=== mux_n_pipe ===
### Power grid, mux_n_pipe

Pins as bars on the die edge.
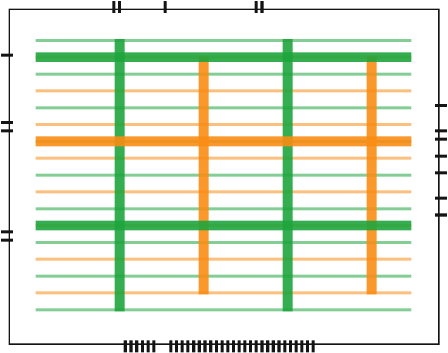

===== src/rtl/mux_n_pipe.sv =====
// ============================================================================
// Module      : mux_n_pipe
// Description : N-way lane select with registered output behind a 2-entry
//               skid buffer. Optional round-robin lane selection when
//               MUX_ROUND_ROBIN_EN is defined.
// Revision    : 1.0
// ============================================================================
`default_nettype none

module mux_n_pipe #(
    parameter int WIDTH_DATA_LENGTH = 8,
    parameter int NUM_PORTS         = 4
) (
`ifdef MUX_ROUND_ROBIN_EN
    input  logic                                   rr_mode,
`endif
    input  logic                                   clk,
    input  logic                                   rst,
    input  logic [$clog2(NUM_PORTS)-1:0]           sel_port,
    input  logic [NUM_PORTS*WIDTH_DATA_LENGTH-1:0] port_in,
    input  logic                                   in_valid,
    output logic                                   in_ready,
    output logic [WIDTH_DATA_LENGTH-1:0]           port_out,
    output logic                                   sel_err,
    output logic                                   out_valid,
    input  logic                                   out_ready
);

    localparam int SEL_W = $clog2(NUM_PORTS);

    typedef enum logic [1:0] {
        S_EMPTY = 2'd0,
        S_ONE   = 2'd1,
        S_TWO   = 2'd2
    } state_t;

    state_t                         state_q;
    logic [WIDTH_DATA_LENGTH-1:0]   main_data_q;
    logic                           main_err_q;
    logic [WIDTH_DATA_LENGTH-1:0]   skid_data_q;
    logic                           skid_err_q;
    logic                           in_ready_q;
    logic                           out_valid_q;

    logic [SEL_W-1:0]               lane_sel;
    logic                           rr_active;
    logic [WIDTH_DATA_LENGTH-1:0]   acc_data_d;
    logic                           acc_err_d;
    logic                           w_accept;
    logic                           w_emit;

`ifdef MUX_ROUND_ROBIN_EN
    logic [SEL_W-1:0]               rr_sel_q;

    assign rr_active = rr_mode;
    assign lane_sel  = rr_mode ? rr_sel_q : sel_port;
`else
    assign rr_active = 1'b0;
    assign lane_sel  = sel_port;
`endif

    // Out-of-range selects (non-power-of-2 NUM_PORTS) fall through the loop
    // and leave data=0 with the error flag set.
    always_comb begin
        acc_data_d = '0;
        acc_err_d  = ~rr_active;
        for (int k = 0; k < NUM_PORTS; k++) begin
            if (lane_sel == k[SEL_W-1:0]) begin
                acc_data_d = port_in[k*WIDTH_DATA_LENGTH +: WIDTH_DATA_LENGTH];
                acc_err_d  = 1'b0;
            end
        end
    end

    assign w_accept = in_valid && in_ready_q;
    assign w_emit   = out_valid_q && out_ready;

    always_ff @(posedge clk) begin
        if (rst) begin
            state_q     <= S_EMPTY;
            main_data_q <= '0;
            main_err_q  <= 1'b0;
            skid_data_q <= '0;
            skid_err_q  <= 1'b0;
            in_ready_q  <= 1'b1;
            out_valid_q <= 1'b0;
`ifdef MUX_ROUND_ROBIN_EN
            rr_sel_q    <= '0;
`endif
        end else begin
            case (state_q)
                S_EMPTY: begin
                    if (w_accept) begin
                        main_data_q <= acc_data_d;
                        main_err_q  <= acc_err_d;
                        out_valid_q <= 1'b1;
                        state_q     <= S_ONE;
                    end
                end
                S_ONE: begin
                    if (w_accept && !w_emit) begin
                        skid_data_q <= acc_data_d;
                        skid_err_q  <= acc_err_d;
                        in_ready_q  <= 1'b0;
                        state_q     <= S_TWO;
                    end else if (w_accept && w_emit) begin
                        main_data_q <= acc_data_d;
                        main_err_q  <= acc_err_d;
                    end else if (w_emit) begin
                        out_valid_q <= 1'b0;
                        state_q     <= S_EMPTY;
                    end
                end
                S_TWO: begin
                    // in_ready is low here, so only a drain can happen
                    if (w_emit) begin
                        main_data_q <= skid_data_q;
                        main_err_q  <= skid_err_q;
                        in_ready_q  <= 1'b1;
                        state_q     <= S_ONE;
                    end
                end
                default: begin
                    in_ready_q  <= 1'b1;
                    out_valid_q <= 1'b0;
                    state_q     <= S_EMPTY;
                end
            endcase
`ifdef MUX_ROUND_ROBIN_EN
            if (w_accept && rr_mode) begin
                if (rr_sel_q == SEL_W'(NUM_PORTS - 1)) begin
                    rr_sel_q <= '0;
                end else begin
                    rr_sel_q <= rr_sel_q + 1'b1;
                end
            end
`endif
        end
    end

    assign in_ready  = in_ready_q;
    assign out_valid = out_valid_q;
    assign port_out  = main_data_q;
    assign sel_err   = main_err_q;

endmodule

`default_nettype wire


===== config.mk =====
export PLATFORM = sky130hd
export DESIGN_NAME = mux_n_pipe
export DESIGN_NICKNAME = d
export VERILOG_FILES = /design/src/rtl/mux_n_pipe.sv
export SDC_FILE = /design/constraint.sdc
export NUM_CORES = 1
export LEC_CHECK = 0
export ABC_AREA = 1
export CORE_ASPECT_RATIO = 0.75
export CORE_MARGIN = 4
export CORE_UTILIZATION = 48
export DETAILED_ROUTE_END_ITERATION = 10
export PLACE_DENSITY = 0.85
export SETUP_SLACK_MARGIN = 0.1
export SLEW_MARGIN = 10
export SYNTH_ARGS = -nofsm -noshare
export SYNTH_HDL_FRONTEND = slang
export SYNTH_SLANG_ARGS = --single-unit

===== constraint.sdc =====
create_clock -name clk -period 2 [get_ports clk]
set_input_delay 0.2 -clock clk [delete_from_list [all_inputs] [get_ports clk]]
set_output_delay 0.2 -clock clk [all_outputs]
set_load 0.03 [all_outputs]

=== mac_qcnt_snoop ===
File: src/rtl/mac_qcnt_pkg.sv
// Shared types and constants for the GMAC descriptor-queue snoop block.
package mac_qcnt_pkg;

  localparam int unsigned QCNT_W = 4;
  localparam logic [QCNT_W-1:0] QCNT_MAX = 4'd15;

  typedef enum logic [1:0] {IDLE, ARMED, FIRE} rxi_state_t;

  // A programmed threshold of zero behaves as one.
  function automatic logic [QCNT_W-1:0] eff_thresh(input logic [3:0] thr);
    return (thr == 4'd0) ? 4'd1 : thr;
  endfunction

endpackage

File: src/rtl/mac_qcnt_ctr.sv
// Per-queue pulse register, saturating shadow occupancy counter and sticky
// overflow/underflow flags.
module mac_qcnt_ctr
  import mac_qcnt_pkg::*;
(
  input  logic              clk,
  input  logic              reset,
  input  logic              inc_ev,
  input  logic              dec_ev,
  input  logic              sts_clr,
  output logic              inc_pulse,
  output logic              dec_pulse,
  output logic [QCNT_W-1:0] level,
  output logic              ovf,
  output logic              udf
);

  logic              inc_q, dec_q;
  logic [QCNT_W-1:0] level_q, level_d;
  logic              ovf_q, ovf_d;
  logic              udf_q, udf_d;
  logic              ovf_set, udf_set;

  always_comb begin
    level_d = level_q;
    ovf_set = 1'b0;
    udf_set = 1'b0;
    if (inc_ev && !dec_ev) begin
      if (level_q == QCNT_MAX) ovf_set = 1'b1;
      else                     level_d = level_q + 1'b1;
    end else if (dec_ev && !inc_ev) begin
      if (level_q == '0) udf_set = 1'b1;
      else               level_d = level_q - 1'b1;
    end
    // A new error wins over a clear arriving in the same cycle.
    ovf_d = ovf_set | (ovf_q & ~sts_clr);
    udf_d = udf_set | (udf_q & ~sts_clr);
  end

  always_ff @(posedge clk) begin
    if (reset) begin
      inc_q   <= 1'b0;
      dec_q   <= 1'b0;
      level_q <= '0;
      ovf_q   <= 1'b0;
      udf_q   <= 1'b0;
    end else begin
      inc_q   <= inc_ev;
      dec_q   <= dec_ev;
      level_q <= level_d;
      ovf_q   <= ovf_d;
      udf_q   <= udf_d;
    end
  end

  assign inc_pulse = inc_q;
  assign dec_pulse = dec_q;
  assign level     = level_q;
  assign ovf       = ovf_q;
  assign udf       = udf_q;

endmodule

File: src/rtl/mac_qcnt_snoop.sv
// Snoops completed descriptor-window accesses, drives mac_wrapper queue pulses,
// tracks shadow occupancy and raises a coalesced RX interrupt.
module mac_qcnt_snoop
  import mac_qcnt_pkg::*;
#(
  parameter int unsigned QBASE_W = 10,
  parameter int unsigned TMR_W   = 12
) (
  input  logic               app_clk,
  input  logic               reset,
  input  logic               cfg_qcnt_en,
  input  logic [QBASE_W-1:0] cfg_tx_qbase_addr,
  input  logic [QBASE_W-1:0] cfg_rx_qbase_addr,
  input  logic [3:0]         cfg_intr_thresh,
  input  logic [TMR_W-1:0]   cfg_intr_timeout,
  input  logic [15:0]        wb_xram_adr,
  input  logic [3:0]         wb_xram_sel,
  input  logic               wb_xram_we,
  input  logic               wb_xram_stb,
  input  logic               wb_xram_ack,
  input  logic               sts_clr,
  output logic               mac_tx_qcnt_inc,
  output logic               mac_tx_qcnt_dec,
  output logic               mac_rx_qcnt_inc,
  output logic               mac_rx_qcnt_dec,
  output logic [QCNT_W-1:0]  tx_qlevel,
  output logic [QCNT_W-1:0]  rx_qlevel,
  output logic               sts_tx_ovf,
  output logic               sts_tx_udf,
  output logic               sts_rx_ovf,
  output logic               sts_rx_udf,
  output logic               mac_rx_intr
);

  logic [QBASE_W-1:0] adr_base;
  logic               bus_ev, tx_hit, rx_hit;
  logic               unused_bus;

  // Only the byte lane carrying the descriptor ownership word qualifies.
  assign bus_ev     = wb_xram_stb & wb_xram_ack & wb_xram_sel[3] & cfg_qcnt_en;
  assign adr_base   = QBASE_W'(wb_xram_adr[15:6]);
  assign tx_hit     = bus_ev & (adr_base == cfg_tx_qbase_addr);
  assign rx_hit     = bus_ev & (adr_base == cfg_rx_qbase_addr);
  assign unused_bus = ^{wb_xram_adr[5:0], wb_xram_sel[2:0]};

  mac_qcnt_ctr u_tx_ctr (
    .clk       (app_clk),
    .reset     (reset),
    .inc_ev    (tx_hit & wb_xram_we),
    .dec_ev    (tx_hit & ~wb_xram_we),
    .sts_clr   (sts_clr),
    .inc_pulse (mac_tx_qcnt_inc),
    .dec_pulse (mac_tx_qcnt_dec),
    .level     (tx_qlevel),
    .ovf       (sts_tx_ovf),
    .udf       (sts_tx_udf)
  );

  mac_qcnt_ctr u_rx_ctr (
    .clk       (app_clk),
    .reset     (reset),
    .inc_ev    (rx_hit & wb_xram_we),
    .dec_ev    (rx_hit & ~wb_xram_we),
    .sts_clr   (sts_clr),
    .inc_pulse (mac_rx_qcnt_inc),
    .dec_pulse (mac_rx_qcnt_dec),
    .level     (rx_qlevel),
    .ovf       (sts_rx_ovf),
    .udf       (sts_rx_udf)
  );

  rxi_state_t        state_q, state_d;
  logic [TMR_W-1:0]  timer_q, timer_d;
  logic [QCNT_W-1:0] thr;

  assign thr = eff_thresh(cfg_intr_thresh);

  always_comb begin
    state_d = state_q;
    timer_d = timer_q;
    if (!cfg_qcnt_en) begin
      state_d = IDLE;
      timer_d = '0;
    end else begin
      case (state_q)
        IDLE: begin
          if (rx_qlevel != '0) begin
            state_d = ARMED;
            timer_d = '0;
          end
        end
        ARMED: begin
          if (timer_q != '1) timer_d = timer_q + 1'b1;
          // Fire conditions take precedence over the queue draining.
          if (rx_qlevel >= thr || timer_q >= cfg_intr_timeout) state_d = FIRE;
          else if (rx_qlevel == '0)                            state_d = IDLE;
        end
        FIRE: begin
          if (rx_qlevel == '0) state_d = IDLE;
        end
        default: state_d = IDLE;
      endcase
    end
  end

  always_ff @(posedge app_clk) begin
    if (reset) begin
      state_q <= IDLE;
      timer_q <= '0;
    end else begin
      state_q <= state_d;
      timer_q <= timer_d;
    end
  end

  assign mac_rx_intr = cfg_qcnt_en & (state_q == FIRE);

endmodule

File: config.mk
export PLATFORM = sky130hd
export DESIGN_NAME = mac_qcnt_snoop
export DESIGN_NICKNAME = d
export VERILOG_FILES = /design/src/rtl/mac_qcnt_pkg.sv /design/src/rtl/mac_qcnt_ctr.sv /design/src/rtl/mac_qcnt_snoop.sv
export SDC_FILE = /design/constraint.sdc
export NUM_CORES = 1
export LEC_CHECK = 0
export CAP_MARGIN = 20
export CORE_UTILIZATION = 48
export DETAILED_ROUTE_END_ITERATION = 12
export HOLD_SLACK_MARGIN = 0.03
export PLACE_DENSITY = 0.88
export SLEW_MARGIN = 20
export SYNTH_ARGS = -nofsm -noshare
export SYNTH_HDL_FRONTEND = slang
export SYNTH_SLANG_ARGS = --single-unit
export TNS_END_PERCENT = 20
File: constraint.sdc
create_clock -name app_clk -period 6.85 [get_ports app_clk]
set_clock_uncertainty 0.05 [all_clocks]
set_input_delay 1.37 -clock app_clk [delete_from_list [all_inputs] [get_ports app_clk]]
set_output_delay 1.37 -clock app_clk [all_outputs]
set_load 0.03 [all_outputs]
### Cell classes on the final placement, mux_n_pipe

Scale bar: 20 um. Fill, decap, tap and diode cells in gray.
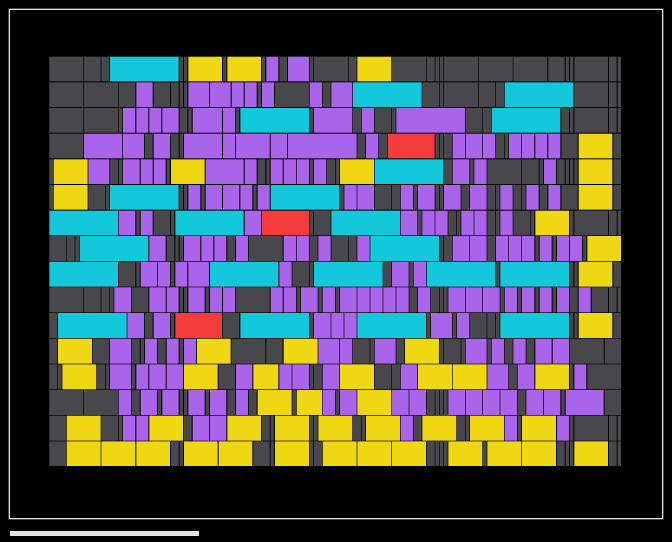
color	class	cells
cyan	sequential cells	22
yellow	remaining buffers and delay cells	50
red	clock drivers	3
purple	combinational and other logic	174

About 'Power grid' of mux_n_pipe:
color	net
green	VSS
orange	VDD
signal pins	49
met5 straps	3
met4 straps	4
rows	16
die y size: 53.9 um
Die W: 69.2 um
core area: 2640 um^2

==> results.tsv, mux_n_pipe <==
metric	value	unit
setup TNS	0	ns
Non-clock buffers	50	
die footprint	3730	um^2
fin util	70.5	%
Post-Place Worst Slack	0.335	ns
CP startpoint kind	flip-flop	
Synth Area in XOR/XNOR	0	%
total CTS buffers	3	
RePlAce Congestion	0.823	
CTS root buf	clkbuf_8	
syn nets	241	
Dominant cell area share	32.7	%
Sw Pwr	571	uW
top achievable clock speed	659	MHz
status	finished clean	
Post-Synthesis Cells	203	
worst hold stages	2	
crit path capture	in_ready	
Leakage	0.802	nW
post-synth top area cell	dfxtp_1	
GR Overflow Total	0	
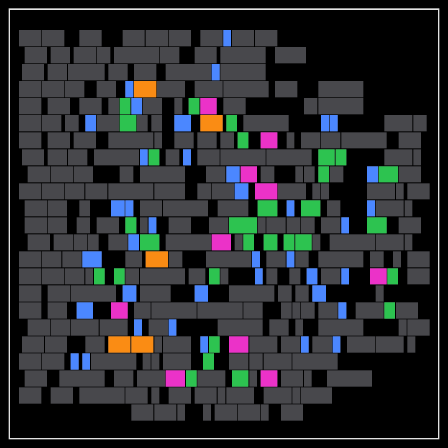
*Logic cells by family, mac_qcnt_snoop*
color	family	cells	most used
magenta	non-inverting ao/oa cells	10	a21o_1
green	aoi and oai cells	29	a21oi_1
orange	mux cells	5	mux2i_1
blue	nor cells	38	nor2_1

==> results.tsv, mac_qcnt_snoop <==
metric	value	unit
most used cell, CP	clkdlybuf4s50_1	
max FFs per register	12	
Adder Area Share	14.3	%
hold path start	u_tx_ctr.ovf	
Synth Area in XOR/XNOR	14.8	%
post-route cell area	2940	um^2
GRT met1 Usage	25.7	%
Biggest register	timer_q	
Met2 Wirelength	2560	um
hold slack	0.445	ns
status	finished clean	
Register Area	601	um^2
pwr/cell area	126	nW/um^2
dpl cell area	2860	um^2
M2 GR Usage	43.8	%
number of diodes	0	
worst reg2reg path depth	7	
post-CTS setup buffers	0	
DR top layer	met4	
Slew HR	43.1	%

## Gallery

Sequential cells grouped by signal name.
Other sequential cells in the stronger gray, the rest of the logic in the fainter gray.
picture 1
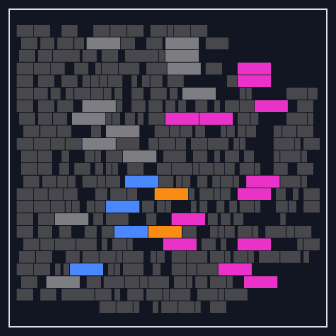
picture 2
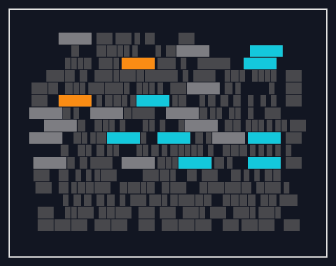
picture 1 -> mac_qcnt_snoop
picture 2 -> mux_n_pipe
- most cells: picture 1
- most sequential cells: picture 1



==> notes/layouts.md <==
Pictures saved along the way, in no particular order.

Clock nets.
Plate I
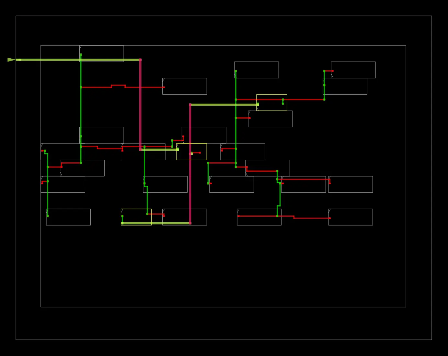
Plate II
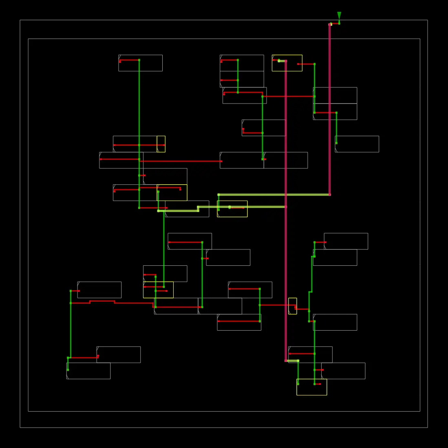
mac_qcnt_snoop -> Plate II
mux_n_pipe -> Plate I

Power is estimated from default activity; no workload was simulated.
